# ---- case_conv_stream ----
case_conv_stream/gates.png
Bar = 50 um.
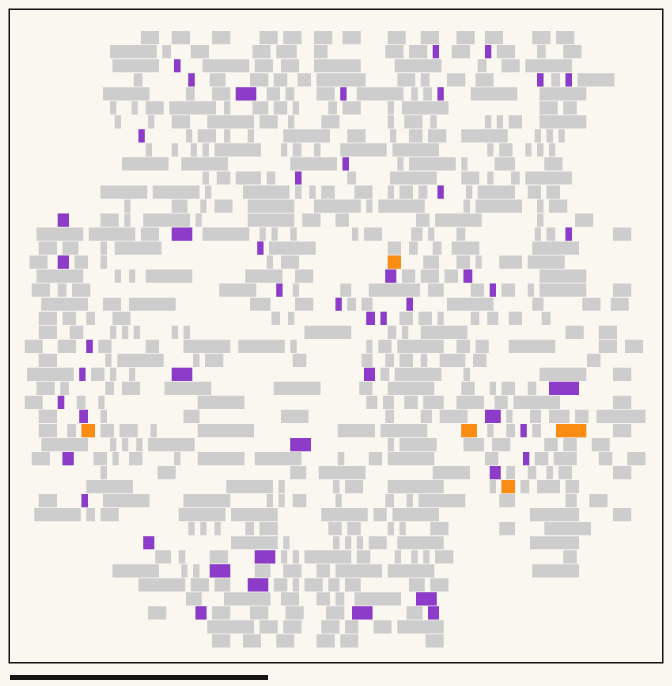

**config.mk**
```make
export PLATFORM = sky130hd
export DESIGN_NAME = case_conv_stream
export DESIGN_NICKNAME = d
export VERILOG_FILES = /design/src/rtl/case_conv_pkg.sv /design/src/rtl/case_conv_lane.sv /design/src/rtl/case_conv_stream.sv
export SDC_FILE = /design/constraint.sdc
export NUM_CORES = 1
export LEC_CHECK = 0
export CAP_MARGIN = 20
export CELL_PAD_IN_SITES_DETAIL_PLACEMENT = 1
export CELL_PAD_IN_SITES_GLOBAL_PLACEMENT = 2
export CORE_MARGIN = 2
export CORE_UTILIZATION = 25
export CTS_CLUSTER_SIZE = 14
export DETAILED_ROUTE_END_ITERATION = 10
export GPL_ROUTABILITY_DRIVEN = 0
export PLACE_DENSITY = 0.78
export SKIP_LAST_GASP = 1
export SYNTH_ARGS = -nofsm -noshare
export SYNTH_HDL_FRONTEND = slang
export SYNTH_SLANG_ARGS = --single-unit
```
**constraint.sdc**
```tcl
create_clock -name clk -period 1.85 [get_ports clk]
set_clock_uncertainty 0.05 [all_clocks]
set_input_delay 0.185 -clock clk [delete_from_list [all_inputs] [get_ports clk]]
set_output_delay 0.185 -clock clk [all_outputs]
set_load 0.005 [all_outputs]
```
**src/rtl/case_conv_pkg.sv**
```systemverilog
// Shared types and constants for the case-converting character stream.
package case_conv_pkg;

    typedef enum logic [1:0] {
        MODE_PASS  = 2'd0,
        MODE_UPPER = 2'd1,
        MODE_LOWER = 2'd2,
        MODE_TITLE = 2'd3
    } conv_mode_t;

    typedef enum logic [1:0] {
        SKID_EMPTY = 2'd0,
        SKID_ONE   = 2'd1,
        SKID_FULL  = 2'd2
    } skid_state_t;

    localparam logic [7:0] UPPER_FIRST = 8'h41;
    localparam logic [7:0] UPPER_LAST  = 8'h5A;
    localparam logic [7:0] LOWER_FIRST = 8'h61;
    localparam logic [7:0] LOWER_LAST  = 8'h7A;
    localparam int         CASE_BIT    = 5;

    function automatic logic is_letter_byte(input logic [7:0] ch);
        return ((ch >= UPPER_FIRST) && (ch <= UPPER_LAST)) ||
               ((ch >= LOWER_FIRST) && (ch <= LOWER_LAST));
    endfunction

endpackage

```
**src/rtl/case_conv_lane.sv**
```systemverilog
// Combinational case conversion of one character; only the case bit ever changes.
module case_conv_lane
    import case_conv_pkg::*;
(
    input  logic [7:0] ch,
    input  conv_mode_t mode,
    input  logic       prev_letter,
    output logic [7:0] ch_conv,
    output logic       is_letter,
    output logic       changed
);

    always_comb begin
        is_letter = is_letter_byte(ch);
        ch_conv   = ch;
        if (is_letter) begin
            case (mode)
                MODE_UPPER: ch_conv[CASE_BIT] = 1'b0;
                MODE_LOWER: ch_conv[CASE_BIT] = 1'b1;
                // Title case: lower after a letter, upper after anything else.
                MODE_TITLE: ch_conv[CASE_BIT] = prev_letter;
                default:    ch_conv = ch;
            endcase
        end
        changed = (ch_conv != ch);
    end

endmodule

```
**src/rtl/case_conv_stream.sv**
```systemverilog
// Case-converting character stream with a 2-entry skid buffer on the output.
// Optional conv_count statistics output is enabled by defining CASE_CONV_STATS_EN.
module case_conv_stream
    import case_conv_pkg::*;
#(
    parameter int LANES = 4,
    parameter int CNT_W = 32
) (
    input  logic                 clk,
    input  logic                 rst_n,
    input  logic [1:0]           mode,
    input  logic                 s_valid,
    output logic                 s_ready,
    input  logic [8*LANES-1:0]   s_data,
    input  logic [LANES-1:0]     s_keep,
    input  logic                 s_last,
    output logic                 m_valid,
    input  logic                 m_ready,
    output logic [8*LANES-1:0]   m_data,
    output logic [LANES-1:0]     m_keep,
    output logic                 m_last,
    output skid_state_t          skid_state
`ifdef CASE_CONV_STATS_EN
    ,
    output logic [CNT_W-1:0]     conv_count
`endif
);

    // Handshake: a beat moves on a rising edge where valid and ready are both 1;
    // a source holds valid and its payload steady until that edge.
    conv_mode_t         beat_mode;
    logic               accept;
    logic               title_prev;
    logic               chain_out;
    logic [8*LANES-1:0] conv_data;
    logic [LANES-1:0]   lane_letter;
    logic [LANES-1:0]   lane_changed;
    logic [8*LANES-1:0] skid_data;
    logic [LANES-1:0]   skid_keep;
    logic               skid_last;

    assign beat_mode = conv_mode_t'(mode);
    assign accept    = s_valid & s_ready;

    for (genvar gi = 0; gi < LANES; gi++) begin : g_lane
        logic       prev_in;
        logic       prev_out;
        logic [7:0] lane_out;

        if (gi == 0) begin : g_first
            assign prev_in = title_prev;
        end else begin : g_next
            assign prev_in = g_lane[gi-1].prev_out;
        end

        case_conv_lane u_lane (
            .ch          (s_data[8*gi +: 8]),
            .mode        (beat_mode),
            .prev_letter (prev_in),
            .ch_conv     (lane_out),
            .is_letter   (lane_letter[gi]),
            .changed     (lane_changed[gi])
        );

        // Dropped lanes pass through raw and are invisible to the title chain.
        assign conv_data[8*gi +: 8] = (s_keep[gi] && lane_changed[gi]) ? lane_out : s_data[8*gi +: 8];
        assign prev_out             = s_keep[gi] ? lane_letter[gi] : prev_in;
    end

    assign chain_out = g_lane[LANES-1].prev_out;

    always_ff @(posedge clk or negedge rst_n) begin
        if (!rst_n) begin
            skid_state <= SKID_EMPTY;
            s_ready    <= 1'b0;
            m_valid    <= 1'b0;
            m_data     <= '0;
            m_keep     <= '0;
            m_last     <= 1'b0;
            skid_data  <= '0;
            skid_keep  <= '0;
            skid_last  <= 1'b0;
            title_prev <= 1'b0;
        end else begin
            if (accept) begin
                if (s_last) begin
                    title_prev <= 1'b0;
                end else if (beat_mode == MODE_TITLE) begin
                    title_prev <= chain_out;
                end
            end

            case (skid_state)
                SKID_EMPTY: begin
                    s_ready <= 1'b1;
                    if (accept) begin
                        m_valid    <= 1'b1;
                        m_data     <= conv_data;
                        m_keep     <= s_keep;
                        m_last     <= s_last;
                        skid_state <= SKID_ONE;
                    end
                end
                SKID_ONE: begin
                    s_ready <= 1'b1;
                    if (accept && m_ready) begin
                        m_data <= conv_data;
                        m_keep <= s_keep;
                        m_last <= s_last;
                    end else if (accept) begin
                        skid_data  <= conv_data;
                        skid_keep  <= s_keep;
                        skid_last  <= s_last;
                        s_ready    <= 1'b0;
                        skid_state <= SKID_FULL;
                    end else if (m_ready) begin
                        m_valid    <= 1'b0;
                        skid_state <= SKID_EMPTY;
                    end
                end
                SKID_FULL: begin
                    s_ready <= m_ready;
                    if (m_ready) begin
                        m_data     <= skid_data;
                        m_keep     <= skid_keep;
                        m_last     <= skid_last;
                        skid_state <= SKID_ONE;
                    end
                end
                default: begin
                    skid_state <= SKID_EMPTY;
                    m_valid    <= 1'b0;
                    s_ready    <= 1'b1;
                end
            endcase
        end
    end

`ifdef CASE_CONV_STATS_EN
    localparam int NW = $clog2(LANES + 1);

    logic          head_load;
    logic          head_from_skid;
    logic          skid_load;
    logic [NW-1:0] beat_changes;
    logic [NW-1:0] head_changes;
    logic [NW-1:0] skid_changes;
    logic [CNT_W:0] count_sum;

    assign head_load      = accept && ((skid_state == SKID_EMPTY) ||
                                       ((skid_state == SKID_ONE) && m_ready));
    assign skid_load      = accept && (skid_state == SKID_ONE) && !m_ready;
    assign head_from_skid = (skid_state == SKID_FULL) && m_ready;
    assign count_sum      = {1'b0, conv_count} + (CNT_W+1)'(head_changes);

    always_comb begin
        beat_changes = '0;
        for (int i = 0; i < LANES; i++) begin
            beat_changes = beat_changes + NW'(lane_changed[i] & s_keep[i]);
        end
    end

    // Per-beat change counts travel with the beat so they are credited at emit.
    always_ff @(posedge clk or negedge rst_n) begin
        if (!rst_n) begin
            head_changes <= '0;
            skid_changes <= '0;
            conv_count   <= '0;
        end else begin
            if (head_load) begin
                head_changes <= beat_changes;
            end else if (head_from_skid) begin
                head_changes <= skid_changes;
            end
            if (skid_load) begin
                skid_changes <= beat_changes;
            end
            if (m_valid && m_ready) begin
                conv_count <= count_sum[CNT_W] ? '1 : count_sum[CNT_W-1:0];
            end
        end
    end
`endif

endmodule
```
# ---- cpu_mode_loader ----
==> config.mk <==
export PLATFORM = sky130hd
export DESIGN_NAME = cpu_mode_loader
export DESIGN_NICKNAME = d
export VERILOG_FILES = /design/src/rtl/cpu_pkg.sv /design/src/rtl/loader_debounce.sv /design/src/rtl/cpu_mode_loader.sv
export SDC_FILE = /design/constraint.sdc
export NUM_CORES = 1
export LEC_CHECK = 0
export CAP_MARGIN = 5
export CORE_MARGIN = 2
export CORE_UTILIZATION = 44
export DETAILED_ROUTE_END_ITERATION = 7
export GPL_TIMING_DRIVEN = 0
export HOLD_SLACK_MARGIN = 0.06
export PLACE_DENSITY = 0.78
export SYNTH_ARGS = -nofsm -noshare
export SYNTH_HDL_FRONTEND = slang
export SYNTH_HIERARCHICAL = 1
export SYNTH_SLANG_ARGS = --single-unit
==> constraint.sdc <==
create_clock -name clk -period 2.4 [get_ports clk]
set_input_delay 0.72 -clock clk [delete_from_list [all_inputs] [get_ports clk]]
set_output_delay 0.72 -clock clk [all_outputs]
set_load 0.02 [all_outputs]
==> src/rtl/cpu_pkg.sv <==
// Shared CPU-side definitions: mode/state encodings and loader address width.
// Used by the mode loader and the controller.
package cpu_pkg;

    localparam int unsigned ADDR_W = 16;

    typedef enum logic [1:0] {
        StIdle  = 2'b00,
        StIn    = 2'b01,
        StCheck = 2'b10,
        StRun   = 2'b11
    } cpu_state_t;

endpackage

==> src/rtl/loader_debounce.sv <==
// Push-button conditioning: 2-flop synchronizer, optional debounce and rising-edge detect.
// Optional debounce filter is compiled in with LOADER_DEBOUNCE_EN.
module loader_debounce #(
    parameter int unsigned DEBOUNCE_CYCLES = 16
) (
    input  logic clk,
    input  logic rst,
    input  logic enter,
    output logic enter_pulse
);

    logic sync1_q;
    logic sync2_q;
    logic level;
    logic level_prev_q;

    if (DEBOUNCE_CYCLES < 1) begin : g_cfg_err
        $error("DEBOUNCE_CYCLES must be at least 1");
    end

`ifdef LOADER_DEBOUNCE_EN
    localparam int unsigned CntW = $clog2(DEBOUNCE_CYCLES + 1);

    logic [CntW-1:0] cnt_q;
    logic [CntW-1:0] cnt_d;
    logic            level_q;
    logic            level_d;

    // Count consecutive samples that differ from the accepted level; any bounce restarts the count.
    always_comb begin
        cnt_d   = '0;
        level_d = level_q;
        if (sync2_q != level_q) begin
            if (cnt_q == CntW'(DEBOUNCE_CYCLES - 1)) begin
                level_d = sync2_q;
            end else begin
                cnt_d = cnt_q + CntW'(1);
            end
        end
    end

    always_ff @(posedge clk or negedge rst) begin
        if (!rst) begin
            cnt_q   <= '0;
            level_q <= 1'b0;
        end else begin
            cnt_q   <= cnt_d;
            level_q <= level_d;
        end
    end

    assign level = level_q;
`else
    assign level = sync2_q;
`endif

    always_ff @(posedge clk or negedge rst) begin
        if (!rst) begin
            sync1_q      <= 1'b0;
            sync2_q      <= 1'b0;
            level_prev_q <= 1'b0;
        end else begin
            sync1_q      <= enter;
            sync2_q      <= sync1_q;
            level_prev_q <= level;
        end
    end

    assign enter_pulse = level & ~level_prev_q;

endmodule

==> src/rtl/cpu_mode_loader.sv <==
// CPU mode FSM with switch-driven memory loader (IN writes, CHECK reads back).
// Enter debounce is optional via LOADER_DEBOUNCE_EN.
module cpu_mode_loader
    import cpu_pkg::*;
#(
    parameter int unsigned DEBOUNCE_CYCLES = 16
) (
    input  logic              clk,
    input  logic              rst,
    input  logic [1:0]        mode_sel,
    input  logic              mode_req,
    input  logic              enter,
    input  logic [7:0]        sw_data,
    input  logic [7:0]        mem_rdata,
    output logic [1:0]        CPUstate,
    output logic [ADDR_W-1:0] ld_addr,
    output logic [7:0]        ld_data,
    output logic              ld_we,
    output logic              ld_re,
    output logic [7:0]        check_data,
    output logic              check_valid,
    output logic              bus_own
);

    cpu_state_t        state_q, state_d;
    cpu_state_t        req_state;
    logic              req_prev_q;
    logic              req_rise;
    logic              enter_pulse;
    logic              busy;
    logic [ADDR_W-1:0] addr_q, addr_d;
    logic [7:0]        data_q, data_d;
    logic              we_q, we_d;
    logic              re_q, re_d;
    logic              rd_pend_q, rd_pend_d;
    logic [7:0]        chk_data_q, chk_data_d;
    logic              chk_valid_q, chk_valid_d;

    loader_debounce #(
        .DEBOUNCE_CYCLES(DEBOUNCE_CYCLES)
    ) u_debounce (
        .clk        (clk),
        .rst        (rst),
        .enter      (enter),
        .enter_pulse(enter_pulse)
    );

    assign req_rise  = mode_req & ~req_prev_q;
    assign req_state = cpu_state_t'(mode_sel);
    assign busy      = we_q | re_q | rd_pend_q;

    always_comb begin
        state_d     = state_q;
        addr_d      = addr_q;
        data_d      = data_q;
        we_d        = 1'b0;
        re_d        = 1'b0;
        rd_pend_d   = re_q;
        chk_data_d  = chk_data_q;
        chk_valid_d = 1'b0;

        if (we_q) begin
            addr_d = addr_q + ADDR_W'(1);
        end
        // A read already issued always completes, even across a mode change.
        if (rd_pend_q) begin
            chk_data_d  = mem_rdata;
            chk_valid_d = 1'b1;
            addr_d      = addr_q + ADDR_W'(1);
        end

        if (req_rise) begin
            state_d = req_state;
            if (req_state == StIn || req_state == StCheck) begin
                addr_d = '0;
            end
        end else if (enter_pulse && !busy) begin
            if (state_q == StIn) begin
                we_d   = 1'b1;
                data_d = sw_data;
            end else if (state_q == StCheck) begin
                re_d = 1'b1;
            end
        end
    end

    always_ff @(posedge clk or negedge rst) begin
        if (!rst) begin
            state_q     <= StIdle;
            req_prev_q  <= 1'b0;
            addr_q      <= '0;
            data_q      <= '0;
            we_q        <= 1'b0;
            re_q        <= 1'b0;
            rd_pend_q   <= 1'b0;
            chk_data_q  <= '0;
            chk_valid_q <= 1'b0;
        end else begin
            state_q     <= state_d;
            req_prev_q  <= mode_req;
            addr_q      <= addr_d;
            data_q      <= data_d;
            we_q        <= we_d;
            re_q        <= re_d;
            rd_pend_q   <= rd_pend_d;
            chk_data_q  <= chk_data_d;
            chk_valid_q <= chk_valid_d;
        end
    end

    assign bus_own     = (state_q == StIn) || (state_q == StCheck);
    assign CPUstate    = state_q;
    assign ld_addr     = addr_q;
    assign ld_data     = data_q;
    assign ld_we       = we_q & bus_own;
    assign ld_re       = re_q & bus_own;
    assign check_data  = chk_data_q;
    assign check_valid = chk_valid_q;

endmodule

# ---- i3c_bus_tx ----
$ cat config.mk
export PLATFORM = sky130hd
export DESIGN_NAME = i3c_bus_tx
export DESIGN_NICKNAME = d
export VERILOG_FILES = /design/src/rtl/i3c_bus_tx.sv
export SDC_FILE = /design/constraint.sdc
export NUM_CORES = 1
export LEC_CHECK = 0
export CORE_MARGIN = 2
export CORE_UTILIZATION = 33
export CTS_BUF_LIST = sky130_fd_sc_hd__clkbuf_4 sky130_fd_sc_hd__clkbuf_8
export DETAILED_ROUTE_END_ITERATION = 10
export HOLD_SLACK_MARGIN = 0.1
export PLACE_DENSITY = 0.51
export SLEW_MARGIN = 5
export SYNTH_ARGS = -nofsm -noshare
export SYNTH_HDL_FRONTEND = slang
export SYNTH_SLANG_ARGS = --single-unit
$ cat constraint.sdc
create_clock -name clk_i -period 2.59 [get_ports clk_i]
set_input_delay 0.3885 -clock clk_i [delete_from_list [all_inputs] [get_ports clk_i]]
set_output_delay 0.3885 -clock clk_i [all_outputs]
set_load 0.005 [all_outputs]
$ cat src/rtl/i3c_bus_tx.sv
// I3C controller bit-level transmitter.
// Turns byte/command requests (START, STOP, WRITE_BYTE) into registered
// SCL/SDA drive values plus an open-drain/push-pull select for the PHY,
// and samples the synchronized SDA during the ACK slot.
module i3c_bus_tx #(
    parameter int CntW = 8
) (
    input  logic            clk_i,
    input  logic            rst_i,
    input  logic            cmd_valid_i,
    output logic            cmd_ready_o,
    input  logic [1:0]      cmd_i,
    input  logic [7:0]      data_i,
    input  logic            ack_mode_i,
    input  logic            pp_i,
    input  logic [CntW-1:0] t_low_i,
    input  logic [CntW-1:0] t_high_i,
    input  logic            sda_i,
    output logic            scl_o,
    output logic            sda_o,
    output logic            sel_od_pp_o,
    output logic            done_o,
    output logic            ack_o,
    output logic            err_o
);

    localparam logic [1:0] CMD_START = 2'd0;
    localparam logic [1:0] CMD_STOP  = 2'd1;
    localparam logic [1:0] CMD_WRITE = 2'd2;

    typedef enum logic [3:0] {
        ST_IDLE,    // bus free, SCL high
        ST_HOLD,    // SCL held low by this controller
        ST_S_HI,    // START from idle: SDA low while SCL high
        ST_SR_LO,   // repeated START: SDA released while SCL low
        ST_SR_HI1,  // repeated START: SCL high, SDA high (setup)
        ST_SR_HI2,  // repeated START: SDA low while SCL high (hold)
        ST_P_LO,    // STOP: SDA low while SCL low
        ST_P_HI,    // STOP: SCL high, SDA still low (setup)
        ST_W_LO,    // byte write: SCL low half of a bit slot
        ST_W_HI     // byte write: SCL high half of a bit slot
    } state_t;

    // FSM and phase bookkeeping
    state_t          r_state, w_state_next;
    logic [CntW-1:0] r_cnt, w_cnt_next;
    logic [3:0]      r_bit, w_bit_next;

    // Command parameters captured at accept
    logic [7:0]      r_data;
    logic            r_ack_mode;
    logic            r_pp;
    logic [CntW-1:0] r_tl_m1;
    logic [CntW-1:0] r_th_m1;

    // Registered outputs
    logic r_scl, w_scl_next;
    logic r_sda, w_sda_next;
    logic r_sel, w_sel_next;
    logic r_done, w_done_next;
    logic r_ack, w_ack_next;
    logic r_err, w_err_next;

    logic            w_accept;
    logic            w_last;
    logic [CntW-1:0] w_tl_in_m1;
    logic [CntW-1:0] w_th_in_m1;
    logic [3:0]      w_bit_inc;

    // Value driven on SDA in bit slot idx (0..7 data MSB first, 8 = ninth bit)
    function automatic logic slot_sda(input logic [3:0] idx, input logic [7:0] d,
                                      input logic am);
        if (idx == 4'd8)
            return am ? 1'b1 : ~(^d);
        else
            return d[3'd7 - idx[2:0]];
    endfunction

    assign cmd_ready_o = (r_state == ST_IDLE) || (r_state == ST_HOLD);
    assign w_accept    = cmd_valid_i && cmd_ready_o;
    assign w_last      = (r_cnt == '0);
    assign w_bit_inc   = r_bit + 4'd1;
    // A zero timing value is treated as one cycle, so the reload value is 0
    assign w_tl_in_m1  = (t_low_i  == '0) ? '0 : t_low_i  - CntW'(1);
    assign w_th_in_m1  = (t_high_i == '0) ? '0 : t_high_i - CntW'(1);

    assign scl_o       = r_scl;
    assign sda_o       = r_sda;
    assign sel_od_pp_o = r_sel;
    assign done_o      = r_done;
    assign ack_o       = r_ack;
    assign err_o       = r_err;

    // State, phase counter and bus output registers
    always_ff @(posedge clk_i or posedge rst_i) begin
        if (rst_i) begin
            r_state <= ST_IDLE;
            r_cnt   <= '0;
            r_bit   <= '0;
            r_scl   <= 1'b1;
            r_sda   <= 1'b1;
            r_sel   <= 1'b0;
            r_done  <= 1'b0;
            r_ack   <= 1'b0;
            r_err   <= 1'b0;
        end else begin
            r_state <= w_state_next;
            r_cnt   <= w_cnt_next;
            r_bit   <= w_bit_next;
            r_scl   <= w_scl_next;
            r_sda   <= w_sda_next;
            r_sel   <= w_sel_next;
            r_done  <= w_done_next;
            r_ack   <= w_ack_next;
            r_err   <= w_err_next;
        end
    end

    // Capture command parameters so later input changes cannot disturb a transfer
    always_ff @(posedge clk_i or posedge rst_i) begin
        if (rst_i) begin
            r_data     <= '0;
            r_ack_mode <= 1'b0;
            r_pp       <= 1'b0;
            r_tl_m1    <= '0;
            r_th_m1    <= '0;
        end else if (w_accept) begin
            r_data     <= data_i;
            r_ack_mode <= ack_mode_i;
            r_pp       <= pp_i;
            r_tl_m1    <= w_tl_in_m1;
            r_th_m1    <= w_th_in_m1;
        end
    end

    // Next-state and next-output logic; outputs hold unless a phase boundary changes them
    always_comb begin
        w_state_next = r_state;
        w_cnt_next   = r_cnt;
        w_bit_next   = r_bit;
        w_scl_next   = r_scl;
        w_sda_next   = r_sda;
        w_sel_next   = r_sel;
        w_done_next  = 1'b0;
        w_ack_next   = r_ack;
        w_err_next   = 1'b0;

        case (r_state)
            ST_IDLE: begin
                if (cmd_valid_i) begin
                    case (cmd_i)
                        CMD_START: begin
                            w_state_next = ST_S_HI;
                            w_cnt_next   = w_th_in_m1;
                            w_scl_next   = 1'b1;
                            w_sda_next   = 1'b0;
                            w_sel_next   = 1'b0;
                        end
                        CMD_STOP: begin
                            // bus already free: acknowledge without activity
                            w_done_next = 1'b1;
                        end
                        default: begin
                            // a byte write needs SCL held low first
                            w_done_next = 1'b1;
                            w_err_next  = 1'b1;
                        end
                    endcase
                end
            end

            ST_HOLD: begin
                if (cmd_valid_i) begin
                    case (cmd_i)
                        CMD_START: begin
                            w_state_next = ST_SR_LO;
                            w_cnt_next   = w_tl_in_m1;
                            w_scl_next   = 1'b0;
                            w_sda_next   = 1'b1;
                            w_sel_next   = 1'b0;
                        end
                        CMD_STOP: begin
                            w_state_next = ST_P_LO;
                            w_cnt_next   = w_tl_in_m1;
                            w_scl_next   = 1'b0;
                            w_sda_next   = 1'b0;
                            w_sel_next   = 1'b0;
                        end
                        CMD_WRITE: begin
                            w_state_next = ST_W_LO;
                            w_cnt_next   = w_tl_in_m1;
                            w_bit_next   = 4'd0;
                            w_scl_next   = 1'b0;
                            w_sda_next   = slot_sda(4'd0, data_i, ack_mode_i);
                            w_sel_next   = pp_i;
                            w_ack_next   = 1'b0;
                        end
                        default: begin
                            w_done_next = 1'b1;
                            w_err_next  = 1'b1;
                        end
                    endcase
                end
            end

            ST_S_HI: begin
                if (w_last) begin
                    w_state_next = ST_HOLD;
                    w_scl_next   = 1'b0;
                    w_done_next  = 1'b1;
                end else begin
                    w_cnt_next = r_cnt - CntW'(1);
                end
            end

            ST_SR_LO: begin
                if (w_last) begin
                    w_state_next = ST_SR_HI1;
                    w_cnt_next   = r_th_m1;
                    w_scl_next   = 1'b1;
                end else begin
                    w_cnt_next = r_cnt - CntW'(1);
                end
            end

            ST_SR_HI1: begin
                if (w_last) begin
                    w_state_next = ST_SR_HI2;
                    w_cnt_next   = r_th_m1;
                    w_sda_next   = 1'b0;
                end else begin
                    w_cnt_next = r_cnt - CntW'(1);
                end
            end

            ST_SR_HI2: begin
                if (w_last) begin
                    w_state_next = ST_HOLD;
                    w_scl_next   = 1'b0;
                    w_done_next  = 1'b1;
                end else begin
                    w_cnt_next = r_cnt - CntW'(1);
                end
            end

            ST_P_LO: begin
                if (w_last) begin
                    w_state_next = ST_P_HI;
                    w_cnt_next   = r_th_m1;
                    w_scl_next   = 1'b1;
                end else begin
                    w_cnt_next = r_cnt - CntW'(1);
                end
            end

            ST_P_HI: begin
                if (w_last) begin
                    w_state_next = ST_IDLE;
                    w_sda_next   = 1'b1;
                    w_done_next  = 1'b1;
                end else begin
                    w_cnt_next = r_cnt - CntW'(1);
                end
            end

            ST_W_LO: begin
                if (w_last) begin
                    w_state_next = ST_W_HI;
                    w_cnt_next   = r_th_m1;
                    w_scl_next   = 1'b1;
                end else begin
                    w_cnt_next = r_cnt - CntW'(1);
                end
            end

            ST_W_HI: begin
                if (w_last) begin
                    if (r_bit == 4'd8) begin
                        // end of ninth slot: pull SCL low, keep SDA where it is
                        w_state_next = ST_HOLD;
                        w_scl_next   = 1'b0;
                        w_done_next  = 1'b1;
                        if (r_ack_mode)
                            w_ack_next = ~sda_i;
                    end else begin
                        // SDA only moves on the first low cycle of a slot
                        w_state_next = ST_W_LO;
                        w_cnt_next   = r_tl_m1;
                        w_bit_next   = w_bit_inc;
                        w_scl_next   = 1'b0;
                        w_sda_next   = slot_sda(w_bit_inc, r_data, r_ack_mode);
                        w_sel_next   = ((w_bit_inc == 4'd8) && r_ack_mode) ? 1'b0 : r_pp;
                    end
                end else begin
                    w_cnt_next = r_cnt - CntW'(1);
                end
            end

            default: begin
                w_state_next = ST_IDLE;
                w_scl_next   = 1'b1;
                w_sda_next   = 1'b1;
                w_sel_next   = 1'b0;
            end
        endcase
    end

endmodule

case_conv_stream/layers.png
Bar = 50 um.
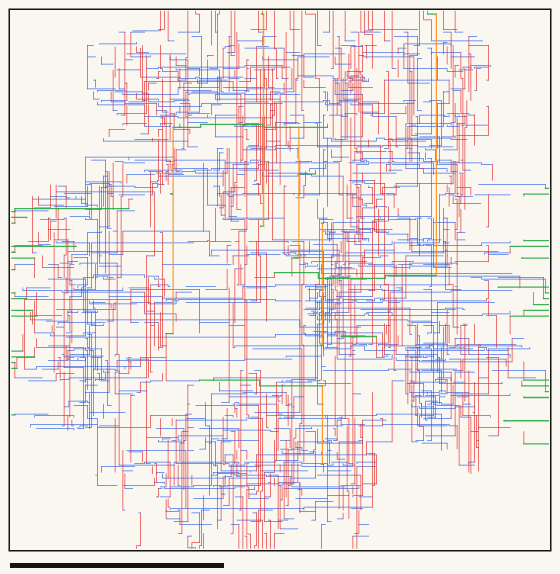
legend:
  blue:
    layer: M1
    wire_length: 5760 um
  red:
    layer: M2
    wire_length: 5970 um
  green:
    layer: M3
    wire_length: 299 um
  orange:
    layer: M4
    wire_length: 237 um

About case_conv_stream/gates.png:
legend:
  orange:
    family: non-inverting ao/oa cells
    cells: 5
  purple:
    family: nor cells
    cells: 48
    where: spread over the die

==> impl_metrics.env, case_conv_stream <==
# implementation run metrics
export IMPL_status="finished with violations"
export IMPL_violations="negative setup slack"
export IMPL_clockBufferCount=11
export IMPL_fmax_mhz=534
export IMPL_finalNonFillerCells=732
export IMPL_power_w=0.00968
export IMPL_taps=184
export IMPL_path_buffers=3
export IMPL_seqPwrFrac=0.322
export IMPL_clk_power_w=0.00190
export IMPL_setup_viol=7
export IMPL_ys_sh_adder=0.0134
export IMPL_core_area_um2=14600
export IMPL_setup_ws_ns=-0.0224
export IMPL_track_usage=0.151
export IMPL_overflow=0
export IMPL_startpoint_type="flop"
export IMPL_xor_share=0
export IMPL_busiest_layer="met2"
export IMPL_cts_tree="yes"
export IMPL_crit_path_end="m_data[13]$_DFFE_PN0P_"
export IMPL_crit_arrival_ns=2.07
export IMPL_crit_fanout=8
export IMPL_drt_initial_drc_count=114
export IMPL_slowest_stage="dfrtp_2"
export IMPL_final_common_cell="nand2_1"
export IMPL_switching_power_w=0.00333
export IMPL_placed_cell_area_um2=5300
case_conv_stream: sequential cells by signal, indices dropped and copies added (netlist names):
| name | flops |
|---|---|
| m_keep | 4 |
| skid_last | 1 |
| m_last | 1 |
| s_ready | 1 |
| skid_keep | 4 |
| g_lane.prev_in | 1 |
| skid_state | 2 |
| m_data | 32 |
| m_valid | 1 |
| skid_data | 32 |
case_conv_stream: synth_stat cells, types with 2 or more instances:
cell | instances | area share
nand3b_1 | 3 | 0.0060
and3_1 | 3 | 0.0050
a31oi_1 | 2 | 0.0033
dfrtp_1 | 79 | 0.53
nand3_1 | 4 | 0.0053
clkbuf_1 | 17 | 0.017
nand2_1 | 111 | 0.11
o31ai_1 | 6 | 0.012
a21oi_1 | 46 | 0.061
nor3_1 | 3 | 0.0040
or4_4 | 2 | 0.0060
o211ai_1 | 2 | 0.0040
buf_2 | 3 | 0.0040
a21o_1 | 2 | 0.0040
nor2b_1 | 2 | 0.0033
o22ai_1 | 2 | 0.0033
inv_1 | 5 | 0.0050
o21ai_0 | 5 | 0.0067
nor2_1 | 40 | 0.040
nand2b_1 | 3 | 0.0050
ha_1 | 4 | 0.013
mux2i_1 | 33 | 0.088
cpu_mode_loader/clock_wires.png
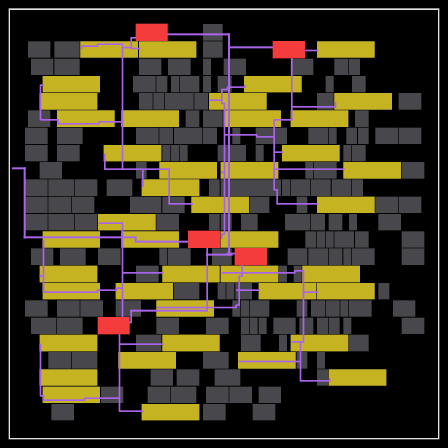
legend:
  red:
    item: clock-net drivers
    count: 5
  purple:
    item: clock wires
    length: 482 um
  yellow:
    item: flip-flops
    count: 42
routed clock nets: 6
flops lie: spread over the die

==> impl_metrics.env, cpu_mode_loader <==
# implementation run metrics
export IMPL_syn_area_per_cell_um2=12.2
export IMPL_synth_area_um2=1770
export IMPL_yosys_area_um2=1770
export IMPL_core_area_um2=3940
export IMPL_dp_hpwl_um=2950
export IMPL_power_w=0.00208
export IMPL_io_buffers=59
export IMPL_viasPerCell=5.22
export IMPL_status="finished, final reports clean"
export IMPL_fp_util=0.449
export IMPL_most_common_layout_cells="clkdlybuf4s50_1, dfrtp_1, mux2_2"
export IMPL_die_w_um=67.4
export IMPL_synth_cell_types=27
export IMPL_routed_wirelength_um=3920
export IMPL_path_buffers=2
export IMPL_final_layout_size_suffix_gt1_frac=0.142
export IMPL_ys_cells=145
export IMPL_synth_net_count=170
export IMPL_top_area_frac=0.594
export IMPL_layout_nets=236
export IMPL_reg2regPathDepth=5
export IMPL_cts_tree="yes"
export IMPL_ys_ff=42
export IMPL_crit_arrival_ns=1.56
export IMPL_dp_cells=254
export IMPL_rr_endpoint="ld_addr[14]$_DFF_PN0_"
-- cpu_mode_loader: flip-flops by register name (all words and copies together), names as in the netlist, 2 cells and up --
name        cells
ld_data         8
CPUstate        2
ld_addr        16
check_data      8
-- cpu_mode_loader: final cells by class --
type                            instances  area share
Clock buffer                            6      0.0329
Sequential cell                        42       0.419
Multi-Input combinational cell         94       0.273
Clock inverter                          2     0.00498
Timing Repair Buffer                   59       0.232
Tap cell                               50      0.0249
Inverter                                7      0.0105
Buffer                                  2     0.00299
-- cpu_mode_loader: where the power goes --
part / internal [W] / leakage [nW] / switching (W)
sequential: 0.000842 / 0.543 / 0.0000938
combinational: 0.000355 / 0.464 / 0.000317
clock: 0.000231 / 0.0472 / 0.000237
-- cpu_mode_loader: kinds of logic after synthesis --
| group | after synthesis | synth area share |
|---|---|---|
| DFF | 42 | 0.594 |
| muxes | 16 | 0.102 |
| buffers and inverters | 9 | 0.0191 |
| xor gates and xnor gates | 11 | 0.0544 |
| and+or+nand+nor | 47 | 0.145 |
| AOI/OAI and AO/OA | 17 | 0.0650 |
| adders and majority gates | 3 | 0.0212 |
i3c_bus_tx/congestion_map.png
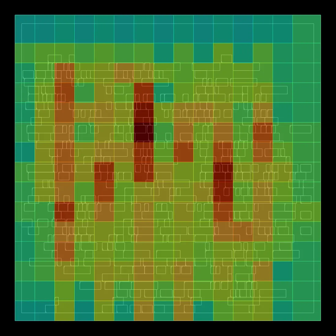
Layout Utilization: 0.415
GRT Total Usage: 0.175
M2 GR Usage: 0.286

==> impl_metrics.env, i3c_bus_tx <==
# implementation run metrics
export IMPL_die_area_um2=11300
export IMPL_ys_cells=399
export IMPL_switching_share=0.414
export IMPL_regToRegSetupSlack_ns=0.23
export IMPL_status="finished, final reports clean"
export IMPL_path_class="flop to primary output"
export IMPL_power_per_cell_area_nw_per_um2=988
export IMPL_overflow=0
export IMPL_cts_buffers=5
export IMPL_grt_pass1_wl_um=15800
export IMPL_p_leak_nw=1.79
export IMPL_power_w=0.00420
export IMPL_path_buffers=2
export IMPL_ys_sh_aoi=0.228
export IMPL_gp_congestion=0.890
export IMPL_ys_ff=48
export IMPL_max_slew_margin=0.619
export IMPL_cts_setup_buffers=0
export IMPL_path_depth=3
export IMPL_topCellsByArea="dfrtp_1, nand2_1, ha_1, mux2_2, nor2_1"
export IMPL_xor_share=0.0456
export IMPL_syn2layout_area_growth_pct=22.8
[i3c_bus_tx: layout make-up]
class,instances,area (um2),area share
tap,136,170,0.0401
clock inverter,1,30.0,0.00707
multi-input combinational,312,2110,0.496
timing repair buffer,63,593,0.140
clock buffer,5,68.8,0.0162
sequential,48,1200,0.283
inverter,20,75.1,0.0177
[i3c_bus_tx: state kept, by name (all words and copies together) (netlist names)]
register and flops:
r_state 4, done_o 1, ack_o 1, r_th_m1 8, r_cnt 8, r_tl_m1 8, r_bit 4, sda_o 1
r_ack_mode 1, sel_od_pp_o 1, r_data 8, scl_o 1, err_o 1, r_pp 1
[i3c_bus_tx: stage by stage]
step / hold WS [ns] / util
2_1_floorplan: 0.444 / -
3_3_place_gp: 0.463 / 0.404
3_5_place_dp: 0.470 / 0.404
4_1_cts: 0.491 / 0.414
5_1_grt: 0.523 / 0.415
6_report: 0.456 / 0.415
[i3c_bus_tx: per-layer routing]
layer | GRT usage | up-vias
li1 | - | 1551
met1 | 0.244 | 1461
met2 | 0.286 | 61
met3 | 0.0239 | 10
met4 | 0.0451 | 0
met5 | 0 | -

==> layout pictures side by side <==
Placement density heat map.
shot_01.png
11 x 11 tiles, from dark blue (low) to red (high), 0 to 100% covered.
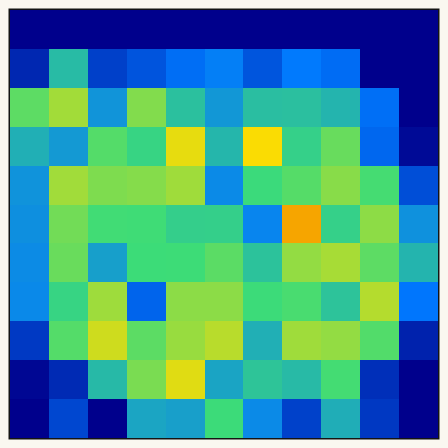
shot_02.png
13 x 13 tiles, from dark blue (low) to red (high), 0 to 100% covered.
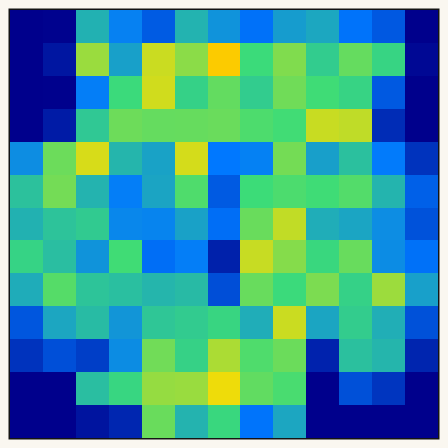
shot_03.png
7 x 7 tiles, from dark blue (low) to red (high), 0 to 100% covered.
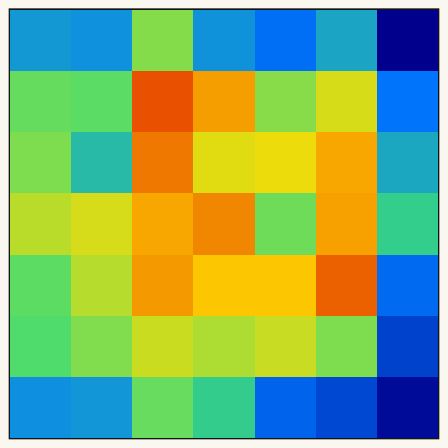
The one with the highest utilization is shot_03.png.
shot_03.png comes from cpu_mode_loader.
shot_02.png comes from case_conv_stream.
shot_01.png comes from i3c_bus_tx.


# ---- bus_op_sequencer_flat ----
==> config.mk <==
export PLATFORM = sky130hd
export DESIGN_NAME = bus_op_sequencer_flat
export DESIGN_NICKNAME = d
export VERILOG_FILES = /design/src/rtl/bus_op_sequencer_pkg.sv /design/src/rtl/bus_op_sequencer_if.sv /design/src/rtl/bus_op_sequencer_rr_arbiter2.sv /design/src/rtl/bus_op_sequencer.sv /design/src/flat_wrapper.sv
export SDC_FILE = /design/constraint.sdc
export NUM_CORES = 1
export LEC_CHECK = 0
export CAP_MARGIN = 20
export CORE_UTILIZATION = 60
export CTS_BUF_LIST = sky130_fd_sc_hd__clkbuf_4
export DETAILED_ROUTE_END_ITERATION = 6
export DONT_BUFFER_PORTS = 1
export GPL_ROUTABILITY_DRIVEN = 0
export PLACE_DENSITY = 0.77
export SLEW_MARGIN = 5
export SYNTH_ARGS = -nofsm -noshare
export SYNTH_HDL_FRONTEND = slang
export SYNTH_SLANG_ARGS = --single-unit
==> constraint.sdc <==
create_clock -name clk -period 4.3 [get_ports clk]
set_clock_uncertainty 0.05 [all_clocks]
set_input_delay 0.86 -clock clk [delete_from_list [all_inputs] [get_ports clk]]
set_output_delay 0.86 -clock clk [all_outputs]
set_load 0.005 [all_outputs]
==> src/rtl/bus_op_sequencer_pkg.sv <==
// Shared types and operation-code helpers for the bus operation sequencer.
// The codes and their operand needs are fixed by the ALU/shifter datapath.
package bus_ops_pkg;

  typedef enum logic [2:0] {
    IDLE   = 3'd0,
    LOAD_A = 3'd1,
    LOAD_B = 3'd2,
    EXEC   = 3'd3,
    RESP   = 3'd4
  } state_t;

  localparam logic [3:0] CODE_PASS_A = 4'b0000;
  localparam logic [3:0] CODE_ADD    = 4'b0001;
  localparam logic [3:0] CODE_PASS_B = 4'b0010;
  localparam logic [3:0] CODE_SUB    = 4'b0011;
  localparam logic [3:0] CODE_SHL_A  = 4'b0100;
  localparam logic [3:0] CODE_SHL_B  = 4'b1000;

  function automatic logic needs_a(input logic [3:0] code);
    return (code == CODE_PASS_A) || (code == CODE_ADD) ||
           (code == CODE_SUB)    || (code == CODE_SHL_A);
  endfunction

  function automatic logic needs_b(input logic [3:0] code);
    return (code == CODE_ADD)  || (code == CODE_PASS_B) ||
           (code == CODE_SUB)  || (code == CODE_SHL_B);
  endfunction

  // Every legal code reads at least one operand.
  function automatic logic is_legal(input logic [3:0] code);
    return needs_a(code) || needs_b(code);
  endfunction

endpackage

==> src/rtl/bus_op_sequencer_if.sv <==
// Request/response handshakes and datapath bus shared by the sequencer.
// slave = the sequencer's view, master = the requesters + datapath side.
interface bus_op_sequencer_if #(parameter int DATA_W = 8);
  logic [1:0]        req_valid;
  logic [1:0]        req_ready;
  logic [3:0]        req_cmd0;
  logic [DATA_W-1:0] req_a0;
  logic [DATA_W-1:0] req_b0;
  logic [3:0]        req_cmd1;
  logic [DATA_W-1:0] req_a1;
  logic [DATA_W-1:0] req_b1;
  logic [1:0]        rsp_valid;
  logic [1:0]        rsp_ready;
  logic [DATA_W-1:0] rsp_data;
  logic              rsp_err;
  logic [3:0]        dp_codigo;
  logic [DATA_W-1:0] dp_data;
  logic              dp_load_a;
  logic              dp_load_b;
  logic [DATA_W-1:0] dp_c;

  modport slave (
    input  req_valid, req_cmd0, req_a0, req_b0, req_cmd1, req_a1, req_b1,
           rsp_ready, dp_c,
    output req_ready, rsp_valid, rsp_data, rsp_err,
           dp_codigo, dp_data, dp_load_a, dp_load_b
  );

  modport master (
    output req_valid, req_cmd0, req_a0, req_b0, req_cmd1, req_a1, req_b1,
           rsp_ready, dp_c,
    input  req_ready, rsp_valid, rsp_data, rsp_err,
           dp_codigo, dp_data, dp_load_a, dp_load_b
  );
endinterface

==> src/rtl/bus_op_sequencer_rr_arbiter2.sv <==
// Two-way round-robin arbiter: the pointer names the favoured requester
// and moves to the loser whenever a grant is taken.
module rr_arbiter2 (
  input  logic       clk,
  input  logic       rst,
  input  logic [1:0] i_req,
  input  logic       i_advance,
  output logic [1:0] o_grant
);
  logic r_ptr;

  always_comb begin
    o_grant = i_req;
    if (i_req == 2'b11) o_grant = r_ptr ? 2'b10 : 2'b01;
  end

  always_ff @(posedge clk) begin
    if (rst)            r_ptr <= 1'b0;
    else if (i_advance) r_ptr <= o_grant[0];
  end
endmodule

==> src/rtl/bus_op_sequencer.sv <==
// Shares one ALU/shifter datapath between two requesters: arbitrate, latch
// a command, strobe operands into the datapath, capture C and respond.
module bus_op_sequencer
  import bus_ops_pkg::*;
#(
  parameter int DATA_W = 8,
  parameter int CNT_W  = 16
) (
  input  logic             clk,
  input  logic             rst,
  bus_op_sequencer_if.slave bus,
  output logic             busy,
  output logic [CNT_W-1:0] op_count
);
  state_t            r_state, w_next;
  logic [1:0]        w_grant, w_hs_vec, w_req_ready, w_rsp_valid;
  logic              w_hs, w_sel;
  logic [3:0]        w_cmd;
  logic [DATA_W-1:0] w_a, w_b, w_dp_data;
  logic              w_load_a, w_load_b;
  logic [3:0]        r_cmd, r_codigo;
  logic [DATA_W-1:0] r_a, r_b, r_rsp_data;
  logic              r_owner, r_rsp_err;
  logic [CNT_W-1:0]  r_op_count;

  rr_arbiter2 u_arb (
    .clk       (clk),
    .rst       (rst),
    .i_req     (bus.req_valid),
    .i_advance (w_hs),
    .o_grant   (w_grant)
  );

  // Grants are only offered while idle and never during reset.
  assign w_req_ready = (r_state == IDLE && !rst) ? w_grant : 2'b00;
  assign w_hs_vec    = bus.req_valid & w_req_ready;
  assign w_hs        = |w_hs_vec;
  assign w_sel       = w_hs_vec[1];
  assign w_cmd       = w_sel ? bus.req_cmd1 : bus.req_cmd0;
  assign w_a         = w_sel ? bus.req_a1   : bus.req_a0;
  assign w_b         = w_sel ? bus.req_b1   : bus.req_b0;

  always_ff @(posedge clk) begin
    if (rst) r_state <= IDLE;
    else     r_state <= w_next;
  end

  always_comb begin
    w_next      = r_state;
    w_load_a    = 1'b0;
    w_load_b    = 1'b0;
    w_dp_data   = '0;
    w_rsp_valid = 2'b00;
    case (r_state)
      IDLE: begin
        if (w_hs) begin
          if (!is_legal(w_cmd))  w_next = RESP;
          else if (needs_a(w_cmd)) w_next = LOAD_A;
          else                     w_next = LOAD_B;
        end
      end
      LOAD_A: begin
        w_load_a  = 1'b1;
        w_dp_data = r_a;
        w_next    = needs_b(r_cmd) ? LOAD_B : EXEC;
      end
      LOAD_B: begin
        w_load_b  = 1'b1;
        w_dp_data = r_b;
        w_next    = EXEC;
      end
      EXEC: w_next = RESP;
      RESP: begin
        w_rsp_valid = r_owner ? 2'b10 : 2'b01;
        if (bus.rsp_ready[r_owner]) w_next = IDLE;
      end
      default: w_next = IDLE;
    endcase
  end

  always_ff @(posedge clk) begin
    if (rst) begin
      r_cmd      <= '0;
      r_a        <= '0;
      r_b        <= '0;
      r_owner    <= 1'b0;
      r_codigo   <= '0;
      r_rsp_data <= '0;
      r_rsp_err  <= 1'b0;
      r_op_count <= '0;
    end else begin
      if (w_hs) begin
        r_cmd   <= w_cmd;
        r_a     <= w_a;
        r_b     <= w_b;
        r_owner <= w_sel;
        // Illegal codes leave the datapath code untouched and answer at once.
        if (is_legal(w_cmd)) begin
          r_codigo  <= w_cmd;
          r_rsp_err <= 1'b0;
        end else begin
          r_rsp_err  <= 1'b1;
          r_rsp_data <= '0;
        end
      end
      if (r_state == EXEC) begin
        r_rsp_data <= bus.dp_c;
        r_op_count <= r_op_count + CNT_W'(1);
      end
    end
  end

  assign bus.req_ready = w_req_ready;
  assign bus.rsp_valid = w_rsp_valid;
  assign bus.rsp_data  = r_rsp_data;
  assign bus.rsp_err   = r_rsp_err;
  assign bus.dp_codigo = r_codigo;
  assign bus.dp_data   = w_dp_data;
  assign bus.dp_load_a = w_load_a;
  assign bus.dp_load_b = w_load_b;
  assign busy          = (r_state != IDLE);
  assign op_count      = r_op_count;
endmodule
==> src/flat_wrapper.sv <==
// flat-port wrapper written by rule: the top's interface ports become plain ports
module bus_op_sequencer_flat import bus_ops_pkg::*;
#(
  parameter int DATA_W = 8,
  parameter int CNT_W  = 16
)
  (clk, rst, busy, op_count, bus_req_valid, bus_req_cmd0, bus_req_a0, bus_req_b0, bus_req_cmd1, bus_req_a1, bus_req_b1, bus_rsp_ready, bus_dp_c, bus_req_ready, bus_rsp_valid, bus_rsp_data, bus_rsp_err, bus_dp_codigo, bus_dp_data, bus_dp_load_a, bus_dp_load_b);
  bus_op_sequencer_if #(.DATA_W(DATA_W)) bus_i ();
  input  logic clk;
  input  logic rst;
  output logic busy;
  output logic [CNT_W-1:0] op_count;
  input wire logic [$bits(bus_i.req_valid)-1:0] bus_req_valid;
  input wire logic [$bits(bus_i.req_cmd0)-1:0] bus_req_cmd0;
  input wire logic [$bits(bus_i.req_a0)-1:0] bus_req_a0;
  input wire logic [$bits(bus_i.req_b0)-1:0] bus_req_b0;
  input wire logic [$bits(bus_i.req_cmd1)-1:0] bus_req_cmd1;
  input wire logic [$bits(bus_i.req_a1)-1:0] bus_req_a1;
  input wire logic [$bits(bus_i.req_b1)-1:0] bus_req_b1;
  input wire logic [$bits(bus_i.rsp_ready)-1:0] bus_rsp_ready;
  input wire logic [$bits(bus_i.dp_c)-1:0] bus_dp_c;
  output wire logic [$bits(bus_i.req_ready)-1:0] bus_req_ready;
  output wire logic [$bits(bus_i.rsp_valid)-1:0] bus_rsp_valid;
  output wire logic [$bits(bus_i.rsp_data)-1:0] bus_rsp_data;
  output wire logic [$bits(bus_i.rsp_err)-1:0] bus_rsp_err;
  output wire logic [$bits(bus_i.dp_codigo)-1:0] bus_dp_codigo;
  output wire logic [$bits(bus_i.dp_data)-1:0] bus_dp_data;
  output wire logic [$bits(bus_i.dp_load_a)-1:0] bus_dp_load_a;
  output wire logic [$bits(bus_i.dp_load_b)-1:0] bus_dp_load_b;
  assign bus_i.req_valid = bus_req_valid;
  assign bus_i.req_cmd0 = bus_req_cmd0;
  assign bus_i.req_a0 = bus_req_a0;
  assign bus_i.req_b0 = bus_req_b0;
  assign bus_i.req_cmd1 = bus_req_cmd1;
  assign bus_i.req_a1 = bus_req_a1;
  assign bus_i.req_b1 = bus_req_b1;
  assign bus_i.rsp_ready = bus_rsp_ready;
  assign bus_i.dp_c = bus_dp_c;
  assign bus_req_ready = bus_i.req_ready;
  assign bus_rsp_valid = bus_i.rsp_valid;
  assign bus_rsp_data = bus_i.rsp_data;
  assign bus_rsp_err = bus_i.rsp_err;
  assign bus_dp_codigo = bus_i.dp_codigo;
  assign bus_dp_data = bus_i.dp_data;
  assign bus_dp_load_a = bus_i.dp_load_a;
  assign bus_dp_load_b = bus_i.dp_load_b;
  bus_op_sequencer #(.DATA_W(DATA_W), .CNT_W(CNT_W)) u_core (.clk(clk), .rst(rst), .bus(bus_i), .busy(busy), .op_count(op_count));
endmodule
bus_op_sequencer_flat/util_map.png
7 x 7 tiles, from dark blue (low) to red (high), 0 to 100% covered.
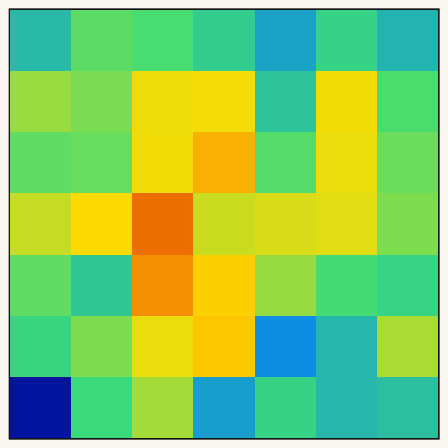
fullest tile: 88%
mean over tiles: 57%
tiles over 75% full: 12%
densest ninth of the die: middle

bus_op_sequencer_flat/congestion_map.png
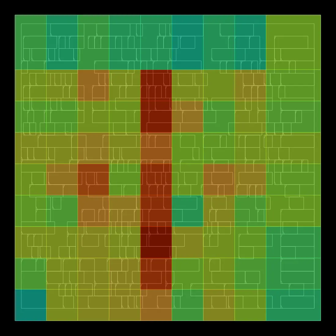
met3 GRT Util: 0.0861
post-DR wirelength/cell: 15.5 um
GRT met1 Usage: 0.276

==> impl_metrics.env <==
# implementation run metrics
export IMPL_status="finished, final reports clean"
export IMPL_setup_viol=0
export IMPL_vias=2095
export IMPL_die_area_um2=4520
export IMPL_logic_gates=218
export IMPL_ys_ff=54
export IMPL_ys_async_sr_fraction=0
export IMPL_largest_area_cell="dfxtp_1"
export IMPL_grt_use_met2=0.388
export IMPL_n_all_buffers=3
export IMPL_worst_pin_slew_ns=0.838
export IMPL_synth_net_count=348
export IMPL_seqPwrFrac=0.519
export IMPL_p_seq_w=0.000621
export IMPL_power_top_group="sequential cells"
export IMPL_nonClockInverterCount=4
export IMPL_top_logic_kind="simple AND/OR/NAND/NOR gates"
export IMPL_seq_area_frac=0.411
export IMPL_clk_pin_slew_ns=0.14
export IMPL_regToRegSetupSlack_ns=1.85
export IMPL_common_cells="dfxtp_1, nand2_1, nor2_1"
export IMPL_xor_share=0.0515
export IMPL_diodes=0
export IMPL_ant_nets=0
export IMPL_die_w_um=67.2
how the worst min path moves through the flow:
| stage | from | slack [ns] | to | cells past startpoint |
|---|---|---|---|---|
| floorplan | u_core.bus.dp_codigo[2]$_SDFFE_PP0P_ | 0.41 | u_core.bus.dp_codigo[2]$_SDFFE_PP0P_ | 1 |
| global placement | u_core.bus.dp_codigo[2]$_SDFFE_PP0P_ | 0.43 | u_core.bus.dp_codigo[2]$_SDFFE_PP0P_ | 1 |
| CTS | u_core.bus.dp_codigo[2]$_SDFFE_PP0P_ | 0.45 | u_core.bus.dp_codigo[2]$_SDFFE_PP0P_ | 1 |
| global route | rst | 0.47 | u_core.r_b[6]$_SDFFE_PP0P_ | 1 |
| finish | u_core.bus.dp_codigo[2]$_SDFFE_PP0P_ | 0.45 | u_core.bus.dp_codigo[2]$_SDFFE_PP0P_ | 1 |
| detailed placement | u_core.bus.dp_codigo[2]$_SDFFE_PP0P_ | 0.42 | u_core.bus.dp_codigo[2]$_SDFFE_PP0P_ | 1 |


==> screenshots <==
Signal wires by layer.
Bar = 20 um.
(a)
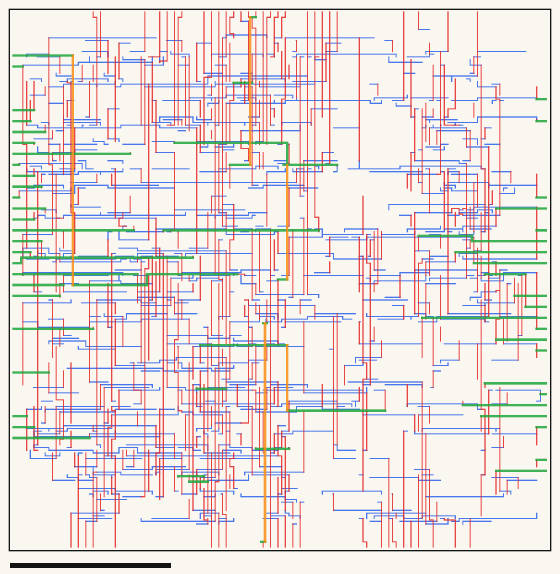
(b)
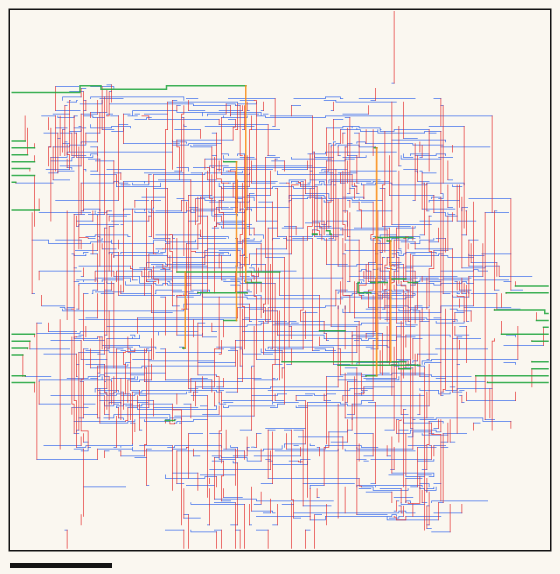
(c)
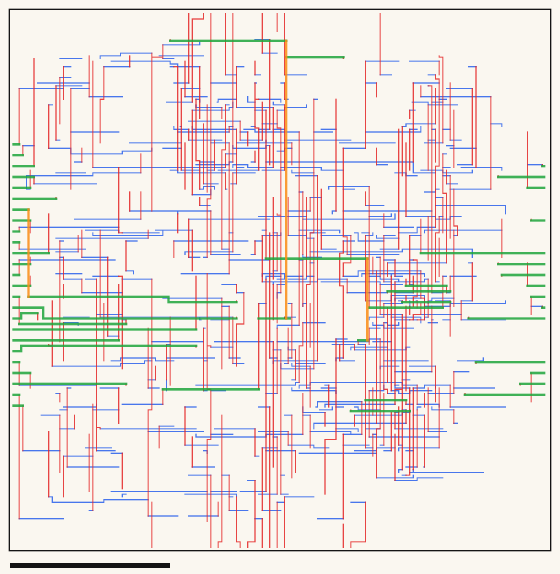
i3c_bus_tx -> (b)
bus_op_sequencer_flat -> (a)
cpu_mode_loader -> (c)
Of these, most wire: (b)
Of these, largest die: (b)

Power is estimated from default activity; no workload was simulated.
